=== i2c_arbiter_flat ===
### Close-up of the layout, i2c_arbiter_flat

Region (31, 14) to (56, 39) um. Cells in gray, sequential cells in the stronger gray; small squares are vias.
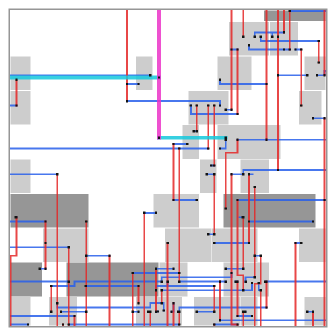

## config.mk

```make
export PLATFORM = sky130hd
export DESIGN_NAME = i2c_arbiter_flat
export DESIGN_NICKNAME = d
export VERILOG_FILES = /design/src/rtl/i2c_arb_pkg.sv /design/src/rtl/i2c_arbiter_if.sv /design/src/rtl/i2c_rr_arbiter.sv /design/src/rtl/i2c_arbiter.sv /design/src/flat_wrapper.sv
export SDC_FILE = /design/constraint.sdc
export NUM_CORES = 1
export LEC_CHECK = 0
export CELL_PAD_IN_SITES_DETAIL_PLACEMENT = 0
export CELL_PAD_IN_SITES_GLOBAL_PLACEMENT = 1
export CORE_MARGIN = 5
export CORE_UTILIZATION = 25
export DETAILED_ROUTE_END_ITERATION = 10
export GPL_ROUTABILITY_DRIVEN = 0
export GPL_TIMING_DRIVEN = 0
export HOLD_SLACK_MARGIN = 0.02
export PLACE_DENSITY = 0.84
export SKIP_LAST_GASP = 1
export SYNTH_ARGS = -nofsm -noshare
export SYNTH_HDL_FRONTEND = slang
export SYNTH_SLANG_ARGS = --single-unit
```

## constraint.sdc

```tcl
create_clock -name clk -period 2.31 [get_ports clk]
set_input_delay 0.462 -clock clk [delete_from_list [all_inputs] [get_ports clk]]
set_output_delay 0.462 -clock clk [all_outputs]
set_load 0.005 [all_outputs]
```

## src/rtl/i2c_arb_pkg.sv

```systemverilog
// i2c_arb_pkg: shared constants and FSM state type for the I2C command arbiter.
package i2c_arb_pkg;

  localparam int unsigned REQ_N  = 2;
  localparam int unsigned ADDR_W = 7;
  localparam int unsigned DATA_W = 8;

  typedef enum logic [2:0] {
    StIdle,
    StIssue,
    StWaitBusy,
    StWaitDone,
    StResp
  } state_t;

endpackage

```

## src/rtl/i2c_arbiter_if.sv

```systemverilog
// i2c_arbiter_if: requester command/response bundle plus the I2C master command/status lines.
// The slave modport is the arbiter's view; the master modport drives requests and master status.
interface i2c_arbiter_if;
  import i2c_arb_pkg::*;

  logic [REQ_N-1:0]             req_valid;
  logic [REQ_N-1:0]             req_rw;
  logic [REQ_N-1:0][ADDR_W-1:0] req_addr;
  logic [REQ_N-1:0][DATA_W-1:0] req_din;
  logic [REQ_N-1:0]             req_ready;
  logic [REQ_N-1:0]             rsp_valid;
  logic [DATA_W-1:0]            rsp_data;
  logic                         rsp_err;
  logic                         rsp_timeout;

  logic                         m_rw;
  logic [ADDR_W-1:0]            m_addr;
  logic [DATA_W-1:0]            m_din;
  logic                         m_dataValid;
  logic [DATA_W-1:0]            m_dout;
  logic                         m_busy;
  logic                         m_ackErr;
  logic                         m_done;

  modport slave (
    input  req_valid, req_rw, req_addr, req_din, m_dout, m_busy, m_ackErr, m_done,
    output req_ready, rsp_valid, rsp_data, rsp_err, rsp_timeout,
           m_rw, m_addr, m_din, m_dataValid
  );

  modport master (
    output req_valid, req_rw, req_addr, req_din, m_dout, m_busy, m_ackErr, m_done,
    input  req_ready, rsp_valid, rsp_data, rsp_err, rsp_timeout,
           m_rw, m_addr, m_din, m_dataValid
  );

endinterface

```

## src/rtl/i2c_rr_arbiter.sv

```systemverilog
// i2c_rr_arbiter: two-way round-robin grant with a last-grant pointer.
// The pointer resets to 1 so requester 0 wins the first contention.
module i2c_rr_arbiter
  import i2c_arb_pkg::*;
(
  input  logic             clk,
  input  logic             rst,
  input  logic [REQ_N-1:0] req_i,
  input  logic             accept_i,
  output logic             gnt_idx_o
);

  logic last_q, last_d;

  // Grant the requester not served last when both ask, otherwise the only one asking.
  always_comb begin
    if (req_i == 2'b11) begin
      gnt_idx_o = ~last_q;
    end else begin
      gnt_idx_o = req_i[1];
    end
  end

  // Pointer only moves when the grant is actually taken.
  always_comb begin
    last_d = last_q;
    if (accept_i) begin
      last_d = gnt_idx_o;
    end
  end

  // Last-grant pointer register.
  always_ff @(posedge clk) begin
    if (rst) begin
      last_q <= 1'b1;
    end else begin
      last_q <= last_d;
    end
  end

endmodule

```

## src/rtl/i2c_arbiter.sv

```systemverilog
// i2c_arbiter: shares one I2C master between two requesters, one command at a time.
// Define I2C_ARB_TIMEOUT_EN to bound the busy/done wait by TIMEOUT_CYCLES.
module i2c_arbiter
  import i2c_arb_pkg::*;
#(
  parameter int unsigned TIMEOUT_CYCLES = 200000
) (
  input  logic         clk,
  input  logic         rst,
  i2c_arbiter_if.slave bus
);

  state_t            state_q, state_d;
  logic              owner_q, owner_d;
  logic [REQ_N-1:0]  req_ready_q, req_ready_d;
  logic [REQ_N-1:0]  rsp_valid_q, rsp_valid_d;
  logic [DATA_W-1:0] rsp_data_q, rsp_data_d;
  logic              rsp_err_q, rsp_err_d;
  logic              m_rw_q, m_rw_d;
  logic              m_dv_q, m_dv_d;
  logic [ADDR_W-1:0] m_addr_q, m_addr_d;
  logic [DATA_W-1:0] m_din_q, m_din_d;
  logic              err_q, err_d;
  logic              gnt_idx, accept, in_wait, complete, cpl_err, timeout;

  assign accept  = (state_q == StIdle) && (|bus.req_valid);
  assign in_wait = (state_q == StWaitBusy) || (state_q == StWaitDone);

  i2c_rr_arbiter u_rr (
    .clk      (clk),
    .rst      (rst),
    .req_i    (bus.req_valid),
    .accept_i (accept),
    .gnt_idx_o(gnt_idx)
  );

`ifdef I2C_ARB_TIMEOUT_EN
  localparam int unsigned CntW = $clog2(TIMEOUT_CYCLES + 1);

  logic [CntW-1:0] cnt_q, cnt_d, cnt_inc;
  logic            rsp_timeout_q, rsp_timeout_d;

  assign cnt_inc = cnt_q + CntW'(1);
  assign timeout = in_wait && (cnt_inc == CntW'(TIMEOUT_CYCLES));
  assign bus.rsp_timeout = rsp_timeout_q;

  // Wait counter runs only while waiting on the master; timeout flag follows the response.
  always_comb begin
    cnt_d         = in_wait ? cnt_inc : '0;
    rsp_timeout_d = rsp_timeout_q;
    if (complete) begin
      rsp_timeout_d = 1'b0;
    end else if (timeout) begin
      rsp_timeout_d = 1'b1;
    end
  end

  // Timeout counter and flag registers.
  always_ff @(posedge clk) begin
    if (rst) begin
      cnt_q         <= '0;
      rsp_timeout_q <= 1'b0;
    end else begin
      cnt_q         <= cnt_d;
      rsp_timeout_q <= rsp_timeout_d;
    end
  end
`else
  logic unused_timeout_cfg;

  assign timeout            = 1'b0;
  assign unused_timeout_cfg = ^TIMEOUT_CYCLES;
  assign bus.rsp_timeout    = 1'b0;
`endif

  assign bus.req_ready   = req_ready_q;
  assign bus.rsp_valid   = rsp_valid_q;
  assign bus.rsp_data    = rsp_data_q;
  assign bus.rsp_err     = rsp_err_q;
  assign bus.m_rw        = m_rw_q;
  assign bus.m_addr      = m_addr_q;
  assign bus.m_din       = m_din_q;
  assign bus.m_dataValid = m_dv_q;

  // Next-state and next-output logic; every output is taken from a register.
  always_comb begin
    state_d     = state_q;
    owner_d     = owner_q;
    req_ready_d = '0;
    rsp_valid_d = '0;
    rsp_data_d  = rsp_data_q;
    rsp_err_d   = rsp_err_q;
    m_rw_d      = m_rw_q;
    m_dv_d      = m_dv_q;
    m_addr_d    = m_addr_q;
    m_din_d     = m_din_q;
    err_d       = err_q;
    complete    = 1'b0;
    cpl_err     = 1'b0;

    unique case (state_q)
      StIdle: begin
        if (accept) begin
          owner_d              = gnt_idx;
          m_rw_d               = bus.req_rw[gnt_idx];
          m_addr_d             = bus.req_addr[gnt_idx];
          m_din_d              = bus.req_din[gnt_idx];
          err_d                = 1'b0;
          req_ready_d[gnt_idx] = 1'b1;
          m_dv_d               = 1'b1;
          state_d              = StIssue;
        end
      end
      StIssue: begin
        state_d = StWaitBusy;
      end
      StWaitBusy: begin
        if (bus.m_busy) begin
          m_dv_d = 1'b0;
          // Busy and done together: the command already finished.
          if (bus.m_done) begin
            complete = 1'b1;
            cpl_err  = err_q | bus.m_ackErr;
          end else begin
            state_d = StWaitDone;
          end
        end
      end
      StWaitDone: begin
        err_d = err_q | bus.m_ackErr;
        if (bus.m_done) begin
          complete = 1'b1;
          cpl_err  = err_q | bus.m_ackErr;
        end
      end
      StResp: begin
        state_d = StIdle;
      end
      default: begin
        state_d = StIdle;
      end
    endcase

    if (complete) begin
      state_d              = StResp;
      rsp_valid_d[owner_q] = 1'b1;
      rsp_data_d           = bus.m_dout;
      rsp_err_d            = cpl_err;
    end else if (timeout) begin
      // Abort: drop the command, keep the previous read data.
      state_d              = StResp;
      m_dv_d               = 1'b0;
      rsp_valid_d[owner_q] = 1'b1;
      rsp_err_d            = 1'b1;
    end
  end

  // FSM state and registered outputs.
  always_ff @(posedge clk) begin
    if (rst) begin
      state_q     <= StIdle;
      owner_q     <= 1'b0;
      req_ready_q <= '0;
      rsp_valid_q <= '0;
      rsp_data_q  <= '0;
      rsp_err_q   <= 1'b0;
      m_rw_q      <= 1'b0;
      m_dv_q      <= 1'b0;
      m_addr_q    <= '0;
      m_din_q     <= '0;
      err_q       <= 1'b0;
    end else begin
      state_q     <= state_d;
      owner_q     <= owner_d;
      req_ready_q <= req_ready_d;
      rsp_valid_q <= rsp_valid_d;
      rsp_data_q  <= rsp_data_d;
      rsp_err_q   <= rsp_err_d;
      m_rw_q      <= m_rw_d;
      m_dv_q      <= m_dv_d;
      m_addr_q    <= m_addr_d;
      m_din_q     <= m_din_d;
      err_q       <= err_d;
    end
  end

endmodule

```

## src/flat_wrapper.sv

```systemverilog
// flat-port wrapper written by rule: the top's interface ports become plain ports
module i2c_arbiter_flat import i2c_arb_pkg::*;
#(
  parameter int unsigned TIMEOUT_CYCLES = 200000
)
  (clk, rst, bus_req_valid, bus_req_rw, bus_req_addr, bus_req_din, bus_m_dout, bus_m_busy, bus_m_ackErr, bus_m_done, bus_req_ready, bus_rsp_valid, bus_rsp_data, bus_rsp_err, bus_rsp_timeout, bus_m_rw, bus_m_addr, bus_m_din, bus_m_dataValid);
  i2c_arbiter_if bus_i ();
  input  logic clk;
  input  logic rst;
  input wire logic [$bits(bus_i.req_valid)-1:0] bus_req_valid;
  input wire logic [$bits(bus_i.req_rw)-1:0] bus_req_rw;
  input wire logic [$bits(bus_i.req_addr)-1:0] bus_req_addr;
  input wire logic [$bits(bus_i.req_din)-1:0] bus_req_din;
  input wire logic [$bits(bus_i.m_dout)-1:0] bus_m_dout;
  input wire logic [$bits(bus_i.m_busy)-1:0] bus_m_busy;
  input wire logic [$bits(bus_i.m_ackErr)-1:0] bus_m_ackErr;
  input wire logic [$bits(bus_i.m_done)-1:0] bus_m_done;
  output wire logic [$bits(bus_i.req_ready)-1:0] bus_req_ready;
  output wire logic [$bits(bus_i.rsp_valid)-1:0] bus_rsp_valid;
  output wire logic [$bits(bus_i.rsp_data)-1:0] bus_rsp_data;
  output wire logic [$bits(bus_i.rsp_err)-1:0] bus_rsp_err;
  output wire logic [$bits(bus_i.rsp_timeout)-1:0] bus_rsp_timeout;
  output wire logic [$bits(bus_i.m_rw)-1:0] bus_m_rw;
  output wire logic [$bits(bus_i.m_addr)-1:0] bus_m_addr;
  output wire logic [$bits(bus_i.m_din)-1:0] bus_m_din;
  output wire logic [$bits(bus_i.m_dataValid)-1:0] bus_m_dataValid;
  assign bus_i.req_valid = bus_req_valid;
  assign bus_i.req_rw = bus_req_rw;
  assign bus_i.req_addr = bus_req_addr;
  assign bus_i.req_din = bus_req_din;
  assign bus_i.m_dout = bus_m_dout;
  assign bus_i.m_busy = bus_m_busy;
  assign bus_i.m_ackErr = bus_m_ackErr;
  assign bus_i.m_done = bus_m_done;
  assign bus_req_ready = bus_i.req_ready;
  assign bus_rsp_valid = bus_i.rsp_valid;
  assign bus_rsp_data = bus_i.rsp_data;
  assign bus_rsp_err = bus_i.rsp_err;
  assign bus_rsp_timeout = bus_i.rsp_timeout;
  assign bus_m_rw = bus_i.m_rw;
  assign bus_m_addr = bus_i.m_addr;
  assign bus_m_din = bus_i.m_din;
  assign bus_m_dataValid = bus_i.m_dataValid;
  i2c_arbiter #(.TIMEOUT_CYCLES(TIMEOUT_CYCLES)) u_core (.clk(clk), .rst(rst), .bus(bus_i));
endmodule
```

=== debounce_multi ===
### config.mk
export PLATFORM = sky130hd
export DESIGN_NAME = debounce_multi
export DESIGN_NICKNAME = d
export VERILOG_FILES = /design/src/rtl/debounce_multi_pkg.sv /design/src/rtl/debounce_chan.sv /design/src/rtl/debounce_multi.sv
export SDC_FILE = /design/constraint.sdc
export NUM_CORES = 1
export LEC_CHECK = 0
export ABC_AREA = 1
export CORE_ASPECT_RATIO = 0.75
export CORE_MARGIN = 1.5
export CORE_UTILIZATION = 53
export DETAILED_ROUTE_END_ITERATION = 12
export PLACE_DENSITY_LB_ADDON = 0.25
export SYNTH_ARGS = -nofsm -noshare
export SYNTH_HDL_FRONTEND = slang
export SYNTH_SLANG_ARGS = --single-unit
### constraint.sdc
create_clock -name clk -period 3.75 [get_ports clk]
set_input_delay 1.125 -clock clk [delete_from_list [all_inputs] [get_ports clk]]
set_output_delay 1.125 -clock clk [all_outputs]
set_load 0.05 [all_outputs]
### src/rtl/debounce_multi_pkg.sv
// Shared constants and helpers for the multi-channel debouncer.
package debounce_multi_pkg;

    localparam int unsigned DEB_SYNC_MIN = 2;
    localparam int unsigned DEB_SYNC_MAX = 4;

    // A programmed threshold of zero behaves as one.
    function automatic int unsigned eff_thresh(input int unsigned thresh);
        return (thresh == 0) ? 1 : thresh;
    endfunction

endpackage

### src/rtl/debounce_chan.sv
// Single-bit debouncer: synchroniser, stability counter, level and edge strobes.
module debounce_chan
    import debounce_multi_pkg::*;
#(
    parameter int unsigned CNT_W       = 8,
    parameter int unsigned SYNC_STAGES = 2
) (
    input  logic             clk,
    input  logic             reset,
    input  logic             d,
    input  logic [CNT_W-1:0] thresh,
    input  logic             fast_rel,
    output logic             q,
    output logic             rise,
    output logic             fall
);

    if (SYNC_STAGES < DEB_SYNC_MIN || SYNC_STAGES > DEB_SYNC_MAX) begin : g_bad_sync
        $error("debounce_chan: SYNC_STAGES must be within 2..4");
    end

    logic [SYNC_STAGES-1:0] sync;
    logic [CNT_W-1:0]       cnt;
    logic [CNT_W-1:0]       cnt_nxt;
    logic                   s;
    logic                   q_nxt;
    logic                   rise_nxt;
    logic                   fall_nxt;
    int unsigned            thr;

    assign s   = sync[SYNC_STAGES-1];
    assign thr = eff_thresh(32'(thresh));

    always_comb begin
        q_nxt    = q;
        cnt_nxt  = cnt;
        rise_nxt = 1'b0;
        fall_nxt = 1'b0;
        if (fast_rel && q && !s) begin
            q_nxt    = 1'b0;
            cnt_nxt  = '0;
            fall_nxt = 1'b1;
        end else if (s == q) begin
            cnt_nxt = '0;
        end else if (32'(cnt) >= thr - 1) begin
            // ">=" so a threshold lowered mid-count fires on the next mismatch
            q_nxt    = s;
            cnt_nxt  = '0;
            rise_nxt = s;
            fall_nxt = !s;
        end else begin
            cnt_nxt = cnt + CNT_W'(1);
        end
    end

    always_ff @(posedge clk or posedge reset) begin
        if (reset) begin
            sync <= '0;
            cnt  <= '0;
            q    <= 1'b0;
            rise <= 1'b0;
            fall <= 1'b0;
        end else begin
            sync <= {sync[SYNC_STAGES-2:0], d};
            cnt  <= cnt_nxt;
            q    <= q_nxt;
            rise <= rise_nxt;
            fall <= fall_nxt;
        end
    end

endmodule

### src/rtl/debounce_multi.sv
// N-channel debouncer with shared runtime threshold and a delayed any-edge summary.
module debounce_multi
    import debounce_multi_pkg::*;
#(
    parameter int unsigned N_CH        = 8,
    parameter int unsigned CNT_W       = 8,
    parameter int unsigned SYNC_STAGES = 2
) (
    input  logic             clk,
    input  logic             reset,
    input  logic [N_CH-1:0]  d,
    input  logic [CNT_W-1:0] thresh,
    input  logic [N_CH-1:0]  fast_rel,
    output logic [N_CH-1:0]  q,
    output logic [N_CH-1:0]  rise,
    output logic [N_CH-1:0]  fall,
    output logic             any_edge
);

    for (genvar i = 0; i < N_CH; i++) begin : g_chan
        debounce_chan #(
            .CNT_W       (CNT_W),
            .SYNC_STAGES (SYNC_STAGES)
        ) u_chan (
            .clk      (clk),
            .reset    (reset),
            .d        (d[i]),
            .thresh   (thresh),
            .fast_rel (fast_rel[i]),
            .q        (q[i]),
            .rise     (rise[i]),
            .fall     (fall[i])
        );
    end

    always_ff @(posedge clk or posedge reset) begin
        if (reset) begin
            any_edge <= 1'b0;
        end else begin
            any_edge <= |(rise | fall);
        end
    end

endmodule
### Gate-type map, i2c_arbiter_flat

(3 px per um)
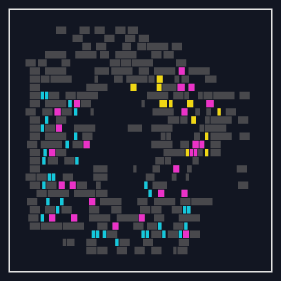
legend:
  cyan:
    family: inverters
    cells: 32
    most_used: inv_1
  magenta:
    family: NAND gates
    cells: 25
    most_used: nand2b_1
  yellow:
    family: NOR gates
    cells: 11
    most_used: nor2_1

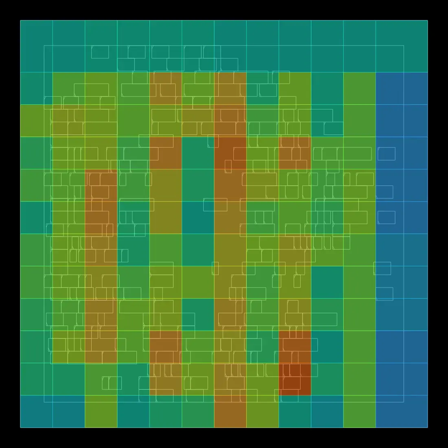
*Congestion heat map, i2c_arbiter_flat*
global-route usage over all layers: 0.106
global-route met1 utilization: 0.122
GR Util met2: 0.177
routed length per placed instance: 12.9 um

About 'Close-up of the layout' of i2c_arbiter_flat:
legend:
  magenta:
    layer: metal 4
  cyan:
    layer: metal 3
  red:
    layer: metal 2
  blue:
    layer: metal 1
most frequent: clkdlybuf4s50_1 (6), nand2b_1 (4)
netlist names of flops here include: `u_core.bus.m_din` (3)
cells with their middle in the window: 25
sequential cells in the window: 3

==> notes.md, i2c_arbiter_flat <==
impl run done, here's what came out: outcome=finished clean, Worst Setup EP=u_core.bus.m_addr[1]$_SDFFE_PP0P_, ordered list of cells on the worst path=buf_6 -> nor3_1 -> and3_1 -> buf_2 -> clkbuf_1 -> a222oi_1, share of power burned in the clock network=0.275, largest area contributor in the synthesized netlist=sky130_fd_sc_hd__dfxtp_1, largest stage delay on the critical path=around 420 ps, diodes inserted=0, DRT Wirelength=4120 um, worst hold path cell count=1, cells after synthesis=161, tally of yosys warning messages=0, CP arrival=approximately 2200 ps, Top-Level Pins=78, tool warning count=26, capture point of the worst reg-to-reg path=u_core.bus.m_addr[1]$_SDFFE_PP0P_, number of cells in the yosys synthesis report=161, xor and xnor area share after synthesis=0, Worst Skew=5.70 ps, first-pass GRT wire length=6410 um
i2c_arbiter_flat: per-layer routing:
layer	vias up	track usage
li1	716	-
met1	667	0.122
met2	50	0.177
met3	7	0.0464
met4	0	0.0340
met5	-	0
i2c_arbiter_flat: metrics by stage:
| step | cells | setup slack (ps) | hold slack (ps) | instance area (um2) |
|---|---|---|---|---|
| CTS | 319 | 251 | 466 | 2420 |
| global placement | 311 | 96.9 | 461 | 2330 |
| finish | 319 | 304 | 458 | 2420 |
| floorplan | 161 | 567 | 408 | 1480 |
| detailed placement | 311 | 80.7 | 453 | 2330 |
| global route | 319 | 54.1 | 487 | 2420 |
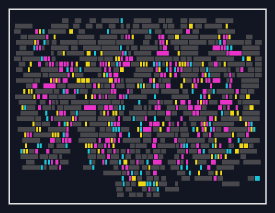
*Gate-type map, debounce_multi*
(2 px per um)
legend:
  cyan:
    family: inverters
    cells: 94
    most_used: inv_1
    where: all over the die
  magenta:
    family: NAND gates
    cells: 202
    most_used: nand2_1
  yellow:
    family: NOR gates
    cells: 120
    most_used: nor2_1

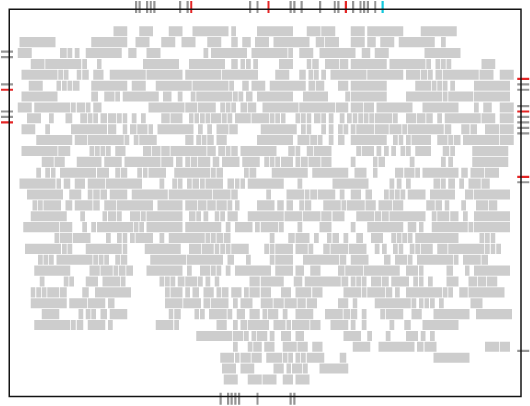
*I/O pins on the die edge, debounce_multi*
(4 px per um) Pins as bars across the die edge, other pins in gray.
legend:
  cyan:
    port: `any_edge`
    pins: 1
    direction: output
    edge: north
  red:
    port: `q`
    pins: 8
    direction: output
    edge: 3 north, 3 east, 2 west
all pins by edge: 24 north, 12 east, 8 south, 7 west
I/O Buffers: 50
die boundary height: 96.4 um
Die X: 128 um

==> notes.md, debounce_multi <==
impl run done, here's what came out: most used cells in the layout excluding fill and tap cells=sky130_fd_sc_hd__nand2_1, sky130_fd_sc_hd__dfrtp_1, sky130_fd_sc_hd__nor2_1, area inside the core boundary=11100 um2, Bufs on Longest Clock Path=2, first-pass GRT wire length=22100 um, final count of pins violating max slew=0, worst hold path cell count=0, total die size=approximately 12000 um2, biggest fanout along the worst timing path=8, pin count of the biggest net entering global routing=37, worst hold endpoint=g_chan[2].u_chan.sync[1]$_DFF_PP0_, count of non-CTS inverters in the layout=around 94, tool warning count=26, IR Drop Worst-Case VDD=between 0.2 and 0.3 mV, tally of yosys warning messages=0, overflow left after global routing=0, number of global-route vias before repair=a little under 5k, post-route antenna net violation count=0, total number of vias=4770, outcome=finished clean, total of fill cells in the finished design=between 900 and 1k, quantity of gates resized following cts=0, proportion of synthesized chip area in sequential cells=0.426
-- debounce_multi: cell families after synthesis --
kind of cell,synth area share
buffers and inverters,0.0896
xor gates and xnor gates,0.0653
adders and majority gates,0.118
DFF,0.426
AOI/OAI and AO/OA,0.0475
and+or+nand+nor,0.254
-- debounce_multi: critical path: cells and delay by family --
family | cells | cell delay, ps
xor+xnor | 1 | 190
buf+inv | 4 | 840
fa+ha+maj | 2 | 460
compound gates | 1 | 160
simple gates | 12 | 1060
-- debounce_multi: report_power, final --
group	switching, uW	internal, uW
Clock	408	598
Sequential	125	1250
Combinational	531	338
Total	1060	2190

## Gallery

Sequential cells grouped by signal name.
picture 1
(2 px per um)
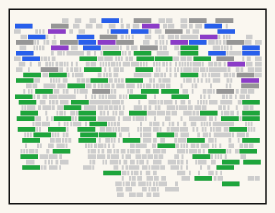
picture 2
(3 px per um)
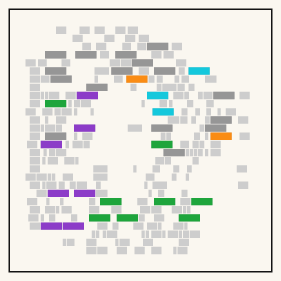
debounce_multi is picture 1.
i2c_arbiter_flat is picture 2.


=== autobaud_detect ===
### I/O pins on the die edge, autobaud_detect

(3 px per um) Pins as bars across the die edge, other pins in gray.
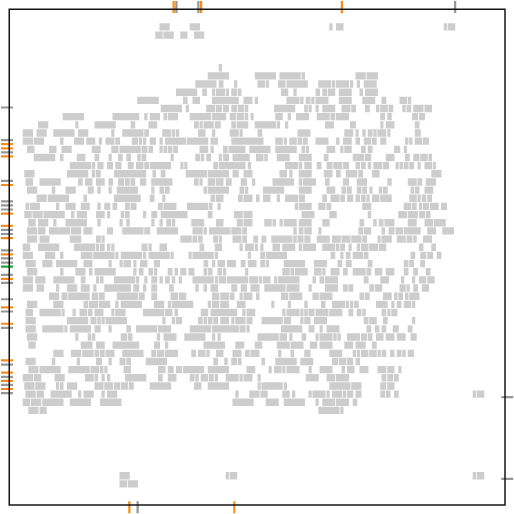

**src/rtl/autobaud_detect_pkg.sv**
```systemverilog
`default_nettype none
// +----------------------------------------------------------------------+
// | autobaud_detect_pkg                                                  |
// | State encoding and sync character shared by autobaud_detect and TBs. |
// | Rev 1.0                                                              |
// +----------------------------------------------------------------------+
package autobaud_detect_pkg;

   typedef enum logic [1:0] {
      IDLE    = 2'd0,
      ARMED   = 2'd1,
      MEASURE = 2'd2
   } abd_state_t;

   localparam logic [7:0] SYNC_CHAR = 8'h55;

   // 0x55 yields five falling edges; the fifth closes the fourth interval
   localparam logic [2:0] c_first_edge = 3'd1;
   localparam logic [2:0] c_last_edge  = 3'd4;

endpackage
`default_nettype wire

```
**src/rtl/autobaud_detect_edge_sync.sv**
```systemverilog
`default_nettype none
// +----------------------------------------------------------------------+
// | edge_sync                                                            |
// | Multi-flop synchroniser with a registered falling-edge detector.     |
// | Rev 1.0                                                              |
// +----------------------------------------------------------------------+
module edge_sync #(
   parameter int SYNC_STAGES = 2
) (
   input  logic clk_in,
   input  logic rst_n,
   input  logic rx_in,
   output logic fe
);

   logic [SYNC_STAGES-1:0] r_sync;
   logic                   r_prev;

   // Flops reset to the idle-high level so leaving reset never looks like an edge
   always_ff @(posedge clk_in) begin
      if (!rst_n) begin
         r_sync <= '1;
         r_prev <= 1'b1;
      end else begin
         r_sync <= {r_sync[SYNC_STAGES-2:0], rx_in};
         r_prev <= r_sync[SYNC_STAGES-1];
      end
   end

   assign fe = r_prev & ~r_sync[SYNC_STAGES-1];

endmodule
`default_nettype wire

```
**src/rtl/autobaud_detect.sv**
```systemverilog
`default_nettype none
// +----------------------------------------------------------------------+
// | autobaud_detect                                                      |
// | Measures the RX bit period from one 0x55 sync character.             |
// | Rev 1.0                                                              |
// +----------------------------------------------------------------------+
module autobaud_detect
   import autobaud_detect_pkg::*;
#(
   parameter int CNT_W        = 20,
   parameter int SYNC_STAGES  = 2,
   parameter int MIN_INTERVAL = 16
) (
   input  logic             clk_in,
   input  logic             rst_n,
   input  logic             rx_in,
   input  logic             arm,
   output logic             busy,
   output logic             done,
   output logic             err,
   output logic             valid,
   output logic [CNT_W-1:0] bit_period,
   output logic [CNT_W-1:0] half_div
);

   logic w_fe;

   edge_sync #(
      .SYNC_STAGES (SYNC_STAGES)
   ) u_edge_sync (
      .clk_in (clk_in),
      .rst_n  (rst_n),
      .rx_in  (rx_in),
      .fe     (w_fe)
   );

   abd_state_t       r_state;
   logic [CNT_W-1:0] r_span_cnt;
   logic [CNT_W-1:0] r_int_cnt;
   logic [CNT_W:0]   r_ref_int;
   logic [2:0]       r_edge_idx;
   logic             r_busy;
   logic             r_done;
   logic             r_err;
   logic             r_valid;
   logic [CNT_W-1:0] r_bit_period;
   logic [CNT_W-1:0] r_half_div;

   // Interval arithmetic is one bit wider so the difference cannot wrap
   logic [CNT_W:0]   w_int_len;
   logic [CNT_W:0]   w_span_rnd;
   logic [CNT_W:0]   w_diff;
   logic [CNT_W-1:0] w_period;
   logic             w_tol_ok;
   logic             w_min_ok;
   logic             w_edge_ok;
   logic             w_timeout;

   assign w_int_len  = {1'b0, r_int_cnt} + {{CNT_W{1'b0}}, 1'b1};
   assign w_span_rnd = {1'b0, r_span_cnt} + (CNT_W+1)'(5);
   assign w_period   = CNT_W'(w_span_rnd >> 3);
   assign w_diff     = (w_int_len >= r_ref_int) ? (w_int_len - r_ref_int)
                                                : (r_ref_int - w_int_len);
   assign w_tol_ok   = (w_diff <= (r_ref_int >> 3));
   assign w_min_ok   = (w_int_len >= (CNT_W+1)'(MIN_INTERVAL));
   assign w_edge_ok  = w_min_ok && ((r_edge_idx == c_first_edge) || w_tol_ok);
   assign w_timeout  = &r_int_cnt;

   always_ff @(posedge clk_in) begin
      if (!rst_n) begin
         r_state      <= IDLE;
         r_span_cnt   <= '0;
         r_int_cnt    <= '0;
         r_ref_int    <= '0;
         r_edge_idx   <= '0;
         r_busy       <= 1'b0;
         r_done       <= 1'b0;
         r_err        <= 1'b0;
         r_valid      <= 1'b0;
         r_bit_period <= '0;
         r_half_div   <= '0;
      end else begin
         r_done <= 1'b0;
         r_err  <= 1'b0;
         case (r_state)
            IDLE: begin
               if (arm) begin
                  r_valid <= 1'b0;
                  r_busy  <= 1'b1;
                  r_state <= ARMED;
               end
            end
            ARMED: begin
               if (arm) begin
                  r_valid <= 1'b0;
               end
               if (w_fe) begin
                  r_span_cnt <= '0;
                  r_int_cnt  <= '0;
                  r_edge_idx <= c_first_edge;
                  r_state    <= MEASURE;
               end
            end
            MEASURE: begin
               r_span_cnt <= r_span_cnt + 1'b1;
               r_int_cnt  <= r_int_cnt + 1'b1;
               // Timeout takes precedence over a coincident edge
               if (w_timeout || (w_fe && !w_edge_ok)) begin
                  r_err   <= 1'b1;
                  r_busy  <= arm;
                  r_state <= arm ? ARMED : IDLE;
               end else if (w_fe && (r_edge_idx == c_last_edge)) begin
                  r_done       <= 1'b1;
                  r_valid      <= 1'b1;
                  r_bit_period <= w_period;
                  r_half_div   <= w_period >> 1;
                  r_busy       <= arm;
                  r_state      <= arm ? ARMED : IDLE;
               end else if (w_fe) begin
                  if (r_edge_idx == c_first_edge) begin
                     r_ref_int <= w_int_len;
                  end
                  r_int_cnt  <= '0;
                  r_edge_idx <= r_edge_idx + 1'b1;
               end
            end
            default: begin
               r_busy  <= 1'b0;
               r_state <= IDLE;
            end
         endcase
      end
   end

   assign busy       = r_busy;
   assign done       = r_done;
   assign err        = r_err;
   assign valid      = r_valid;
   assign bit_period = r_bit_period;
   assign half_div   = r_half_div;

endmodule
`default_nettype wire

```
**config.mk**
```make
export PLATFORM = sky130hd
export DESIGN_NAME = autobaud_detect
export DESIGN_NICKNAME = d
export VERILOG_FILES = /design/src/rtl/autobaud_detect_pkg.sv /design/src/rtl/autobaud_detect_edge_sync.sv /design/src/rtl/autobaud_detect.sv
export SDC_FILE = /design/constraint.sdc
export NUM_CORES = 1
export LEC_CHECK = 0
export CAP_MARGIN = 20
export CORE_MARGIN = 4
export CORE_UTILIZATION = 30
export CTS_CLUSTER_SIZE = 12
export DETAILED_ROUTE_END_ITERATION = 8
export GPL_TIMING_DRIVEN = 0
export SLEW_MARGIN = 15
export SYNTH_ARGS = -nofsm -noshare
export SYNTH_HDL_FRONTEND = slang
export SYNTH_SLANG_ARGS = --single-unit
```
**constraint.sdc**
```tcl
create_clock -name clk_in -period 12.53 [get_ports clk_in]
set_input_delay 2.506 -clock clk_in [delete_from_list [all_inputs] [get_ports clk_in]]
set_output_delay 2.506 -clock clk_in [all_outputs]
set_load 0.02 [all_outputs]
```
=== pixel_rd_ctrl ===
==> config.mk <==
export PLATFORM = sky130hd
export DESIGN_NAME = pixel_rd_ctrl
export DESIGN_NICKNAME = d
export VERILOG_FILES = /design/src/rtl/cnn_pkg.sv /design/src/rtl/pixel_skid_buf.sv /design/src/rtl/pixel_rd_ctrl.sv
export SDC_FILE = /design/constraint.sdc
export NUM_CORES = 1
export LEC_CHECK = 0
export ABC_AREA = 1
export CAP_MARGIN = 5
export CORE_AREA = 2 2 88 124
export CTS_BUF_LIST = sky130_fd_sc_hd__clkbuf_8
export CTS_CLUSTER_SIZE = 25
export DETAILED_ROUTE_END_ITERATION = 6
export DIE_AREA = 0 0 90 126
export PLACE_DENSITY_LB_ADDON = 0.25
export SYNTH_ARGS = -nofsm -noshare
export SYNTH_HDL_FRONTEND = slang
export SYNTH_HIERARCHICAL = 1
export SYNTH_SLANG_ARGS = --single-unit
==> constraint.sdc <==
create_clock -name i_sys_clk -period 2.8 [get_ports i_sys_clk]
set_clock_uncertainty 0.05 [all_clocks]
set_input_delay 0.42 -clock i_sys_clk [delete_from_list [all_inputs] [get_ports i_sys_clk]]
set_output_delay 0.42 -clock i_sys_clk [all_outputs]
set_load 0.05 [all_outputs]
==> src/rtl/cnn_pkg.sv <==
// Shared types and defaults for the CNN pixel front-end.
// Holds the read-controller FSM encoding and the default image geometry.
package cnn_pkg;

  localparam int IMG_W_DEF = 28;
  localparam int IMG_H_DEF = 28;

  typedef enum logic [1:0] {
    IDLE   = 2'd0,
    STREAM = 2'd1,
    DRAIN  = 2'd2,
    DONE   = 2'd3
  } rd_state_t;

  // Counter/coordinate width that stays at least one bit for degenerate sizes.
  function automatic int clog2_min1(input int value);
    int w;
    w = $clog2(value);
    return (w < 1) ? 1 : w;
  endfunction

endpackage

==> src/rtl/pixel_skid_buf.sv <==
// Two-entry skid buffer for 8-bit pixels; head entry is presented directly
// and stays put until popped.
module pixel_skid_buf (
  input  logic       clk,
  input  logic       rst_n,
  input  logic       push,
  input  logic [7:0] push_data,
  input  logic       pop,
  output logic [7:0] head_data,
  output logic [1:0] occupancy
);

  logic [7:0] mem_r [2];
  logic       wr_ptr_r;
  logic       rd_ptr_r;
  logic [1:0] cnt_r;
  logic       do_push_s;
  logic       do_pop_s;

  // Qualify push/pop against current fill level.
  always_comb begin
    do_pop_s  = pop && (cnt_r != 2'd0);
    do_push_s = push && ((cnt_r != 2'd2) || do_pop_s);
  end

  // Storage, pointers and fill count.
  always_ff @(posedge clk or negedge rst_n) begin
    if (!rst_n) begin
      mem_r[0] <= 8'd0;
      mem_r[1] <= 8'd0;
      wr_ptr_r <= 1'b0;
      rd_ptr_r <= 1'b0;
      cnt_r    <= 2'd0;
    end else begin
      if (do_push_s) begin
        mem_r[wr_ptr_r] <= push_data;
        wr_ptr_r        <= ~wr_ptr_r;
      end
      if (do_pop_s) begin
        rd_ptr_r <= ~rd_ptr_r;
      end
      case ({do_push_s, do_pop_s})
        2'b10:   cnt_r <= cnt_r + 2'd1;
        2'b01:   cnt_r <= cnt_r - 2'd1;
        default: cnt_r <= cnt_r;
      endcase
    end
  end

  assign head_data = mem_r[rd_ptr_r];
  assign occupancy = cnt_r;

endmodule

==> src/rtl/pixel_rd_ctrl.sv <==
// Frame read controller: pulls IMG_W*IMG_H pixels from a FIFO into a skid
// buffer and streams them with coordinates. Optional PIXEL_RD_CTRL_STATS_EN adds o_stall_cnt.
module pixel_rd_ctrl
  import cnn_pkg::*;
#(
  parameter int IMG_W = IMG_W_DEF,
  parameter int IMG_H = IMG_H_DEF,
  localparam int ROW_W = clog2_min1(IMG_H),
  localparam int COL_W = clog2_min1(IMG_W)
) (
  input  logic             i_sys_clk,
  input  logic             i_rst_n,
  input  logic             i_start,
  input  logic             i_fifo_valid,
  input  logic [7:0]       i_fifo_data,
  output logic             o_rd_en,
  input  logic             i_ready,
  output logic [7:0]       o_pixel,
  output logic             o_pixel_valid,
  output logic [ROW_W-1:0] o_row,
  output logic [COL_W-1:0] o_col,
  output logic             o_sof,
  output logic             o_eol,
  output logic             o_eof,
  output logic             o_busy,
`ifdef PIXEL_RD_CTRL_STATS_EN
  output logic [15:0]      o_stall_cnt,
`endif
  output logic             o_done
);

  localparam int N_PIX = IMG_W * IMG_H;
  localparam int CNT_W = clog2_min1(N_PIX + 1);
  localparam logic [CNT_W-1:0] N_CNT    = CNT_W'(N_PIX);
  localparam logic [CNT_W-1:0] LAST_IDX = CNT_W'(N_PIX - 1);
  localparam logic [COL_W-1:0] LAST_COL = COL_W'(IMG_W - 1);
  localparam logic [ROW_W-1:0] LAST_ROW = ROW_W'(IMG_H - 1);

  rd_state_t        state_r;
  logic [CNT_W-1:0] issued_r;
  logic [CNT_W-1:0] accepted_r;
  logic             inflight_r;
  logic [ROW_W-1:0] row_r;
  logic [COL_W-1:0] col_r;
  logic [7:0]       head_s;
  logic [1:0]       occ_s;
  logic             valid_s;
  logic             xfer_s;
  logic             rd_en_s;

  pixel_skid_buf u_skid (
    .clk       (i_sys_clk),
    .rst_n     (i_rst_n),
    .push      (inflight_r),
    .push_data (i_fifo_data),
    .pop       (xfer_s),
    .head_data (head_s),
    .occupancy (occ_s)
  );

  // Read gating: a slot in the skid must exist for every read still in flight.
  always_comb begin
    valid_s = (occ_s != 2'd0);
    xfer_s  = valid_s && i_ready;
    if ((state_r == STREAM) && i_fifo_valid && (issued_r < N_CNT) &&
        (({1'b0, occ_s} + {2'b00, inflight_r}) < 3'd2)) begin
      rd_en_s = 1'b1;
    end else begin
      rd_en_s = 1'b0;
    end
  end

  // Frame FSM with issue/accept counters and output coordinates.
  always_ff @(posedge i_sys_clk or negedge i_rst_n) begin
    if (!i_rst_n) begin
      state_r    <= IDLE;
      issued_r   <= '0;
      accepted_r <= '0;
      inflight_r <= 1'b0;
      row_r      <= '0;
      col_r      <= '0;
    end else begin
      inflight_r <= rd_en_s;
      if (rd_en_s) begin
        issued_r <= issued_r + CNT_W'(1);
      end
      if (xfer_s) begin
        accepted_r <= accepted_r + CNT_W'(1);
        if (col_r == LAST_COL) begin
          col_r <= '0;
          row_r <= (row_r == LAST_ROW) ? '0 : row_r + ROW_W'(1);
        end else begin
          col_r <= col_r + COL_W'(1);
        end
      end
      case (state_r)
        IDLE: begin
          if (i_start) begin
            state_r    <= STREAM;
            issued_r   <= '0;
            accepted_r <= '0;
            row_r      <= '0;
            col_r      <= '0;
          end
        end
        STREAM: begin
          if (rd_en_s && (issued_r == LAST_IDX)) begin
            state_r <= DRAIN;
          end
        end
        DRAIN: begin
          if (xfer_s && (accepted_r == LAST_IDX)) begin
            state_r <= DONE;
          end
        end
        DONE:    state_r <= IDLE;
        default: state_r <= IDLE;
      endcase
    end
  end

`ifdef PIXEL_RD_CTRL_STATS_EN
  logic [15:0] stall_cnt_r;

  // Saturating count of FIFO-starved streaming cycles, cleared by an accepted start.
  always_ff @(posedge i_sys_clk or negedge i_rst_n) begin
    if (!i_rst_n) begin
      stall_cnt_r <= 16'd0;
    end else if ((state_r == IDLE) && i_start) begin
      stall_cnt_r <= 16'd0;
    end else if ((state_r == STREAM) && !i_fifo_valid && (stall_cnt_r != 16'hFFFF)) begin
      stall_cnt_r <= stall_cnt_r + 16'd1;
    end
  end

  assign o_stall_cnt = stall_cnt_r;
`endif

  assign o_rd_en       = rd_en_s;
  assign o_pixel       = head_s;
  assign o_pixel_valid = valid_s;
  assign o_row         = row_r;
  assign o_col         = col_r;
  assign o_sof         = valid_s && (row_r == '0) && (col_r == '0);
  assign o_eol         = valid_s && (col_r == LAST_COL);
  assign o_eof         = valid_s && (row_r == LAST_ROW) && (col_r == LAST_COL);
  assign o_busy        = (state_r == STREAM) || (state_r == DRAIN);
  assign o_done        = (state_r == DONE);

endmodule

### Gate-type map, autobaud_detect

(1.5 px per um)
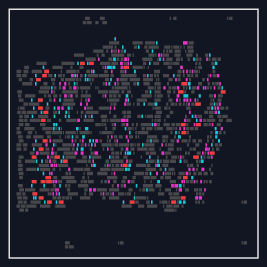
legend:
  cyan:
    family: NOR gates
    cells: 136
    most_used: nor2_1
  magenta:
    family: NAND gates
    cells: 159
    most_used: nand2_1
  red:
    family: multiplexers
    cells: 37
    most_used: mux2i_1
Non-Filler Instances: 1342
fraction of standard cell area in multi-input logic: 0.580
commonest non-fill, non-tap cell in the layout: sky130_fd_sc_hd__nor2_1

Notes on 'I/O pins on the die edge' of autobaud_detect above:
legend:
  green:
    port: `done`
    pins: 1
    direction: output
    edge: west
  orange:
    port: `bit_period`
    pins: 20
    direction: output
    edge: 15 west, 3 north, 2 south

==> notes.md, autobaud_detect <==
impl run done, here's what came out: outcome=finished clean, Flop Count=slightly above 90, maximum frequency from static timing analysis=0.134 GHz, largest stage delay on the critical path=around 550 ps, biggest fanout along the worst timing path=10, first-pass GRT wire length=around 34000 um, die boundary height=approximately 160 um, number of violations reported at the end of detailed-routing iteration 0=approximately 300, post-place setup slack=around 5000 ps, Worst EP required=approximately 13000 ps, register ranked first by flip-flop count=r_ref_int, I/O Buffers=about 41, static leakage=around 0.0034 uW, Post-Synthesis Cell Area=7370 um2, Slew headroom=0.508, area share, top type=0.247, final setup vio count=0, count of non-CTS inverters in the layout=~52, quantity of gates resized following cts=0, fraction of registers with async set/reset=0, type of element launching the critical path=flop, Crit-path slowest cell=sky130_fd_sc_hd__clkbuf_1
autobaud_detect: power groups by stage:
stage	Clock, uW	Sequential, uW	Combinational, uW
2_1_floorplan	0	298	29.8
3_3_place_gp	0	298	43.1
3_5_place_dp	0	298	43.1
4_1_cts	301	292	43.4
5_1_grt	309	292	47.9
6_report	294	292	43.0
autobaud_detect: critical path, delay by kind of cell, from the launching register on:
family / cells / cell delay (ps)
AND/OR/NAND/NOR: 12 / 2750
buffers and inverters: 6 / 1590
AND-OR/OR-AND: 5 / 1060
adder cells (fa/ha/maj): 3 / 790
multiplexers: 2 / 520
flip-flops: 1 / 480
XOR/XNOR: 1 / 110
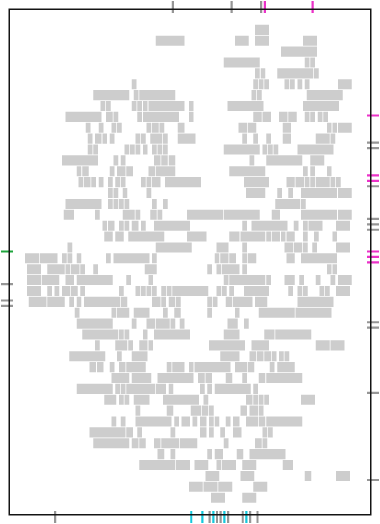
*I/O pins on the die edge, pixel_rd_ctrl*
(4 px per um) Pins as bars across the die edge, other pins in gray.
legend:
  cyan:
    port: `o_col`
    pins: 5
    direction: output
    edge: south
  magenta:
    port: `o_pixel`
    pins: 8
    direction: output
    edge: 6 east, 2 north
  green:
    port: `i_fifo_valid`
    pins: 1
    direction: input
    edge: west
Die X: 90 um
I/O Buffers: 37
die boundary height: 126 um

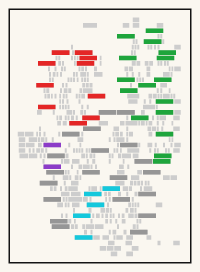
*Sequential cells grouped by signal name, pixel_rd_ctrl*
(2 px per um)
legend:
  green:
    netlist_name: `u_skid/mem_r`
    placed_flops: 16
  red:
    netlist_name: `issued_r`
    placed_flops: 10
    where: north
  cyan:
    netlist_name: `o_col`
    placed_flops: 5
    where: south
  purple:
    netlist_name: `state_r`
    placed_flops: 2

==> notes.md, pixel_rd_ctrl <==
impl run done, here's what came out: capture point of the worst reg-to-reg path=u_skid/occupancy[1]$_DFFE_PN0P_, global-route usage over all layers=0.128, Largest regs=u_skid/mem_r: 16 flops, accepted_r: 10 flops, issued_r: 10 flops, Top-Level Pins=38, Worst EP required=2330 ps, placed standard-cell area=3550 um2, outcome=finished clean, static leakage=0.00183 uW, largest stage delay on the critical path=830 ps, Nets=455, setup TNS=0 ps, root cell of the clock tree=sky130_fd_sc_hd__clkbuf_8, actual transition at the worst max-transition pin=between 500 and 600 ps, Met2 Wirelength=approximately 3500 um, main flop type after synthesis=sky130_fd_sc_hd__dfrtp_1, worst r2r src=u_skid/occupancy[0]$_DFFE_PN0P_, cell count of the worst reg-to-reg path=9, Max Cap Violations=0, post-synthesis chip area from yosys=a little over 3000 um2, proportion of synthesized chip area in sequential cells=0.439, Crit-path slowest cell=sky130_fd_sc_hd__clkdlybuf4s50_1, final critical-path required period=2670 ps, classification of the worst-slack hold path=reg2reg, top-count cell post-synth=sky130_fd_sc_hd__nand2_1, number of cells in the yosys synthesis report=between 300 and 400
==> pixel_rd_ctrl: power by group through the flow <==
stage,registers [uW],clock network (uW),logic [uW]
6_report,1180,481,1780
5_1_grt,1220,526,1960
4_1_cts,1180,498,1800
3_5_place_dp,1190,0,1800
3_3_place_gp,1180,0,1770
2_1_floorplan,1210,0,1260
==> pixel_rd_ctrl: cell type report <==
class	count	area (um2)
clock buffer	7	96.3
clock inverter	1	5.00
fill	1118	6570
inverter	47	190
multi-input combinational	279	1450
sequential	53	1330
tap	138	173
timing repair buffer	44	430

=== alu_arbiter ===
### Gate-type map, alu_arbiter

(4 px per um)
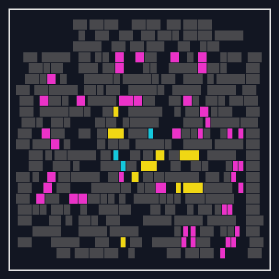
===== config.mk =====
export PLATFORM = sky130hd
export DESIGN_NAME = alu_arbiter
export DESIGN_NICKNAME = d
export VERILOG_FILES = /design/src/rtl/alu_pkg.sv /design/src/rtl/rr_arb2.sv /design/src/rtl/alu_arbiter.sv
export SDC_FILE = /design/constraint.sdc
export NUM_CORES = 1
export LEC_CHECK = 0
export ABC_CLOCK_PERIOD_IN_PS = 1500
export CORE_UTILIZATION = 38
export DETAILED_ROUTE_END_ITERATION = 6
export PLACE_DENSITY = 0.76
export SYNTH_ARGS = -nofsm -noshare
export SYNTH_HDL_FRONTEND = slang
export SYNTH_SLANG_ARGS = --single-unit

===== constraint.sdc =====
create_clock -name clk -period 1.5 [get_ports clk]
set_input_delay 0.3 -clock clk [delete_from_list [all_inputs] [get_ports clk]]
set_output_delay 0.3 -clock clk [all_outputs]
set_load 0.01 [all_outputs]

===== src/rtl/alu_pkg.sv =====
// rtl/alu_pkg.sv - shared constants and state encoding for the alu arbiter
package alu_pkg;

    localparam int DEF_WIDTH = 8;
    localparam int DEF_OPW   = 3;

    localparam logic [DEF_OPW-1:0] OP_ADD = 3'b000;
    localparam logic [DEF_OPW-1:0] OP_SUB = 3'b001;
    localparam logic [DEF_OPW-1:0] OP_AND = 3'b010;
    localparam logic [DEF_OPW-1:0] OP_OR  = 3'b011;

    typedef enum logic [1:0] {
        S_IDLE = 2'd0,
        S_EXEC = 2'd1,
        S_RESP = 2'd2
    } state_t;

    // One-hot response bit for a single-bit requester index.
    function automatic logic [1:0] owner_onehot(input logic owner);
        return owner ? 2'b10 : 2'b01;
    endfunction

endpackage


===== src/rtl/rr_arb2.sv =====
// rtl/rr_arb2.sv - combinational two-way round-robin picker
module rr_arb2 (
    input  logic       en,
    input  logic [1:0] req,
    input  logic       last,
    output logic [1:0] gnt
);

    always_comb begin
        gnt = 2'b00;
        if (en) begin
            if (req == 2'b11) begin
                // On contention the requester that did not win last time goes first.
                gnt = last ? 2'b01 : 2'b10;
            end else begin
                gnt = req;
            end
        end
    end

endmodule


===== src/rtl/alu_arbiter.sv =====
// rtl/alu_arbiter.sv - round-robin sharing of one combinational alu between two requesters
module alu_arbiter
    import alu_pkg::*;
#(
    parameter int WIDTH = DEF_WIDTH,
    parameter int OPW   = DEF_OPW
) (
    input  logic             clk,
    input  logic             rst,
    input  logic [1:0]       req_valid,
    output logic [1:0]       req_ready,
    input  logic [OPW-1:0]   req_op0,
    input  logic [OPW-1:0]   req_op1,
    input  logic [WIDTH-1:0] req_a0,
    input  logic [WIDTH-1:0] req_a1,
    input  logic [WIDTH-1:0] req_b0,
    input  logic [WIDTH-1:0] req_b1,
    output logic [1:0]       resp_valid,
    input  logic [1:0]       resp_ready,
    output logic [WIDTH-1:0] resp_y,
    output logic             resp_zero,
    output logic [OPW-1:0]   alu_op,
    output logic [WIDTH-1:0] alu_a,
    output logic [WIDTH-1:0] alu_b,
    input  logic [WIDTH-1:0] alu_y,
    input  logic             alu_zero,
    output logic             busy
);

    state_t     state;
    state_t     state_nxt;
    logic [1:0] gnt;
    logic       arb_en;
    logic       owner;
    logic       last_grant;
    logic       resp_done;

    assign arb_en    = (state == S_IDLE);
    assign resp_done = (state == S_RESP) && resp_ready[owner];

    rr_arb2 u_arb (
        .en   (arb_en),
        .req  (req_valid),
        .last (last_grant),
        .gnt  (gnt)
    );

    always_ff @(posedge clk) begin
        if (rst) begin
            state <= S_IDLE;
        end else begin
            state <= state_nxt;
        end
    end

    always_comb begin
        state_nxt = state;
        case (state)
            S_IDLE:  if (gnt != 2'b00) state_nxt = S_EXEC;
            S_EXEC:  state_nxt = S_RESP;
            S_RESP:  if (resp_ready[owner]) state_nxt = S_IDLE;
            default: state_nxt = S_IDLE;
        endcase
    end

    always_comb begin
        req_ready  = gnt;
        resp_valid = 2'b00;
        if (state == S_RESP) begin
            resp_valid = owner_onehot(owner);
        end
        busy = (state != S_IDLE);
    end

    // Operands only move on a grant, so the alu inputs are stable for the whole operation.
    always_ff @(posedge clk) begin
        if (rst) begin
            alu_op     <= '0;
            alu_a      <= '0;
            alu_b      <= '0;
            resp_y     <= '0;
            resp_zero  <= 1'b0;
            owner      <= 1'b0;
            last_grant <= 1'b1;
        end else begin
            if (gnt != 2'b00) begin
                owner  <= gnt[1];
                alu_op <= gnt[1] ? req_op1 : req_op0;
                alu_a  <= gnt[1] ? req_a1  : req_a0;
                alu_b  <= gnt[1] ? req_b1  : req_b0;
            end
            if (state == S_EXEC) begin
                resp_y    <= alu_y;
                resp_zero <= alu_zero;
            end
            if (resp_done) begin
                last_grant <= owner;
            end
        end
    end

endmodule

==> notes.md <==
impl run done, here's what came out: fraction of power consumed by sequential logic=0.397, Via density=5.50, post-synthesis chip area from yosys=around 1500 um2, final count of pins violating max slew=0, overflow left after global routing=0, Max Cap Violations=0, tool warning count=27, count of flip-flops with a built-in enable after synthesis=0, I/O Buffers=about 85, static leakage=approximately 0.0010 uW, GR met3 Demand/Resource=0.0616, worst r2r src=state[0]$_SDFFE_PP0P_, start point of the critical path=alu_a[5]$_SDFFE_PP0P_, Post-Synthesis Cell Area=roughly 1500 um2, number of tap cells inserted=between 40 and 50, largest stage delay on the critical path=540 ps, Post-synth area hogs=sky130_fd_sc_hd__dfxtp_1, sky130_fd_sc_hd__a311oi_1, sky130_fd_sc_hd__a21oi_1, highest routed metal layer=met4, Met2 Wirelength=between 2000 and 2500 um, quantity of gates resized following cts=19, total of fill cells in the finished design=328, post-synth net total=approximately 230, main flop type after synthesis=sky130_fd_sc_hd__dfxtp_1, part of the cycle the worst path needs=0.978, CP top delay family=buffers and inverters, most used cells in the layout excluding fill and tap cells=sky130_fd_sc_hd__clkdlybuf4s50_1, sky130_fd_sc_hd__a21oi_1, sky130_fd_sc_hd__dfxtp_1, outcome=finished clean, total die size=~4200 um2, flop2flop setup slack=roughly 130 ps, setup repair after global routing missed its margin=false
## Picture notes: 'Gate-type map' of alu_arbiter
legend:
  magenta:
    family: NAND gates
    cells: 41
    where: all over the die
  yellow:
    family: NOR gates
    cells: 9
    most_used: nor2_1
    where: center
  cyan:
    family: inverters
    cells: 3
    most_used: inv_1
commonest non-fill, non-tap cell in the layout: sky130_fd_sc_hd__clkdlybuf4s50_1
Non-Filler Instances: 323
fraction of standard cell area in multi-input logic: 0.294

==> flip-flops by register name, summed over array words and instances (netlist names) <==
name,cells
last_grant,1
owner,1
state,2
resp_y,8
resp_zero,1
alu_b,8
alu_op,3
alu_a,8
==> worst min-delay path, cell delays in order (launching register included) <==
cell and delay [ps]:
sky130_fd_sc_hd__dfxtp_1 310, sky130_fd_sc_hd__nand2_1 50, sky130_fd_sc_hd__a21oi_1 50
==> cell families after synthesis <==
logic type / Yosys count
compound gates: 74
buf+inv: 22
flops: 32
mux: 1
simple gates: 52


==> notes/layouts.md <==
Pictures saved along the way, in no particular order.

Close-up of the layout.
panel A
Region (20, 7) to (45, 32) um. Cells in gray, sequential cells in the stronger gray; small squares are vias.
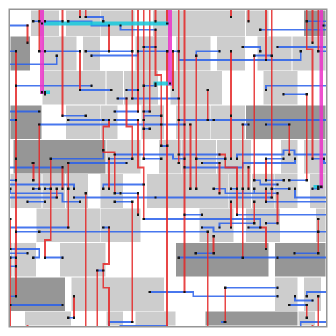
panel B
Region (70, 37) to (95, 62) um. Cells in gray, sequential cells in the stronger gray; small squares are vias.
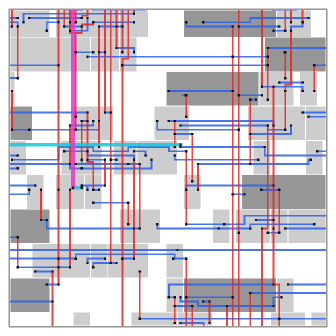
panel C
Region (51, 16) to (76, 41) um. Cells in gray, sequential cells in the stronger gray; small squares are vias.
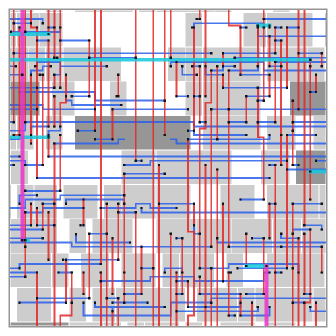
panel D
Region (32, 25) to (57, 50) um. Cells in gray, sequential cells in the stronger gray; small squares are vias.
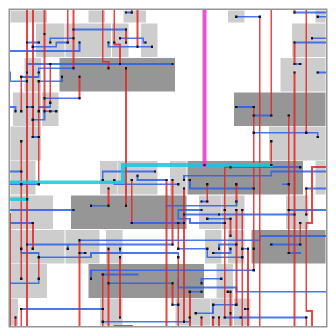
Panel B comes from autobaud_detect.
Panel A comes from alu_arbiter.
Panel D comes from pixel_rd_ctrl.
Panel C comes from debounce_multi.

Power figures rest on the tool's default switching activity, not on a simulated workload.
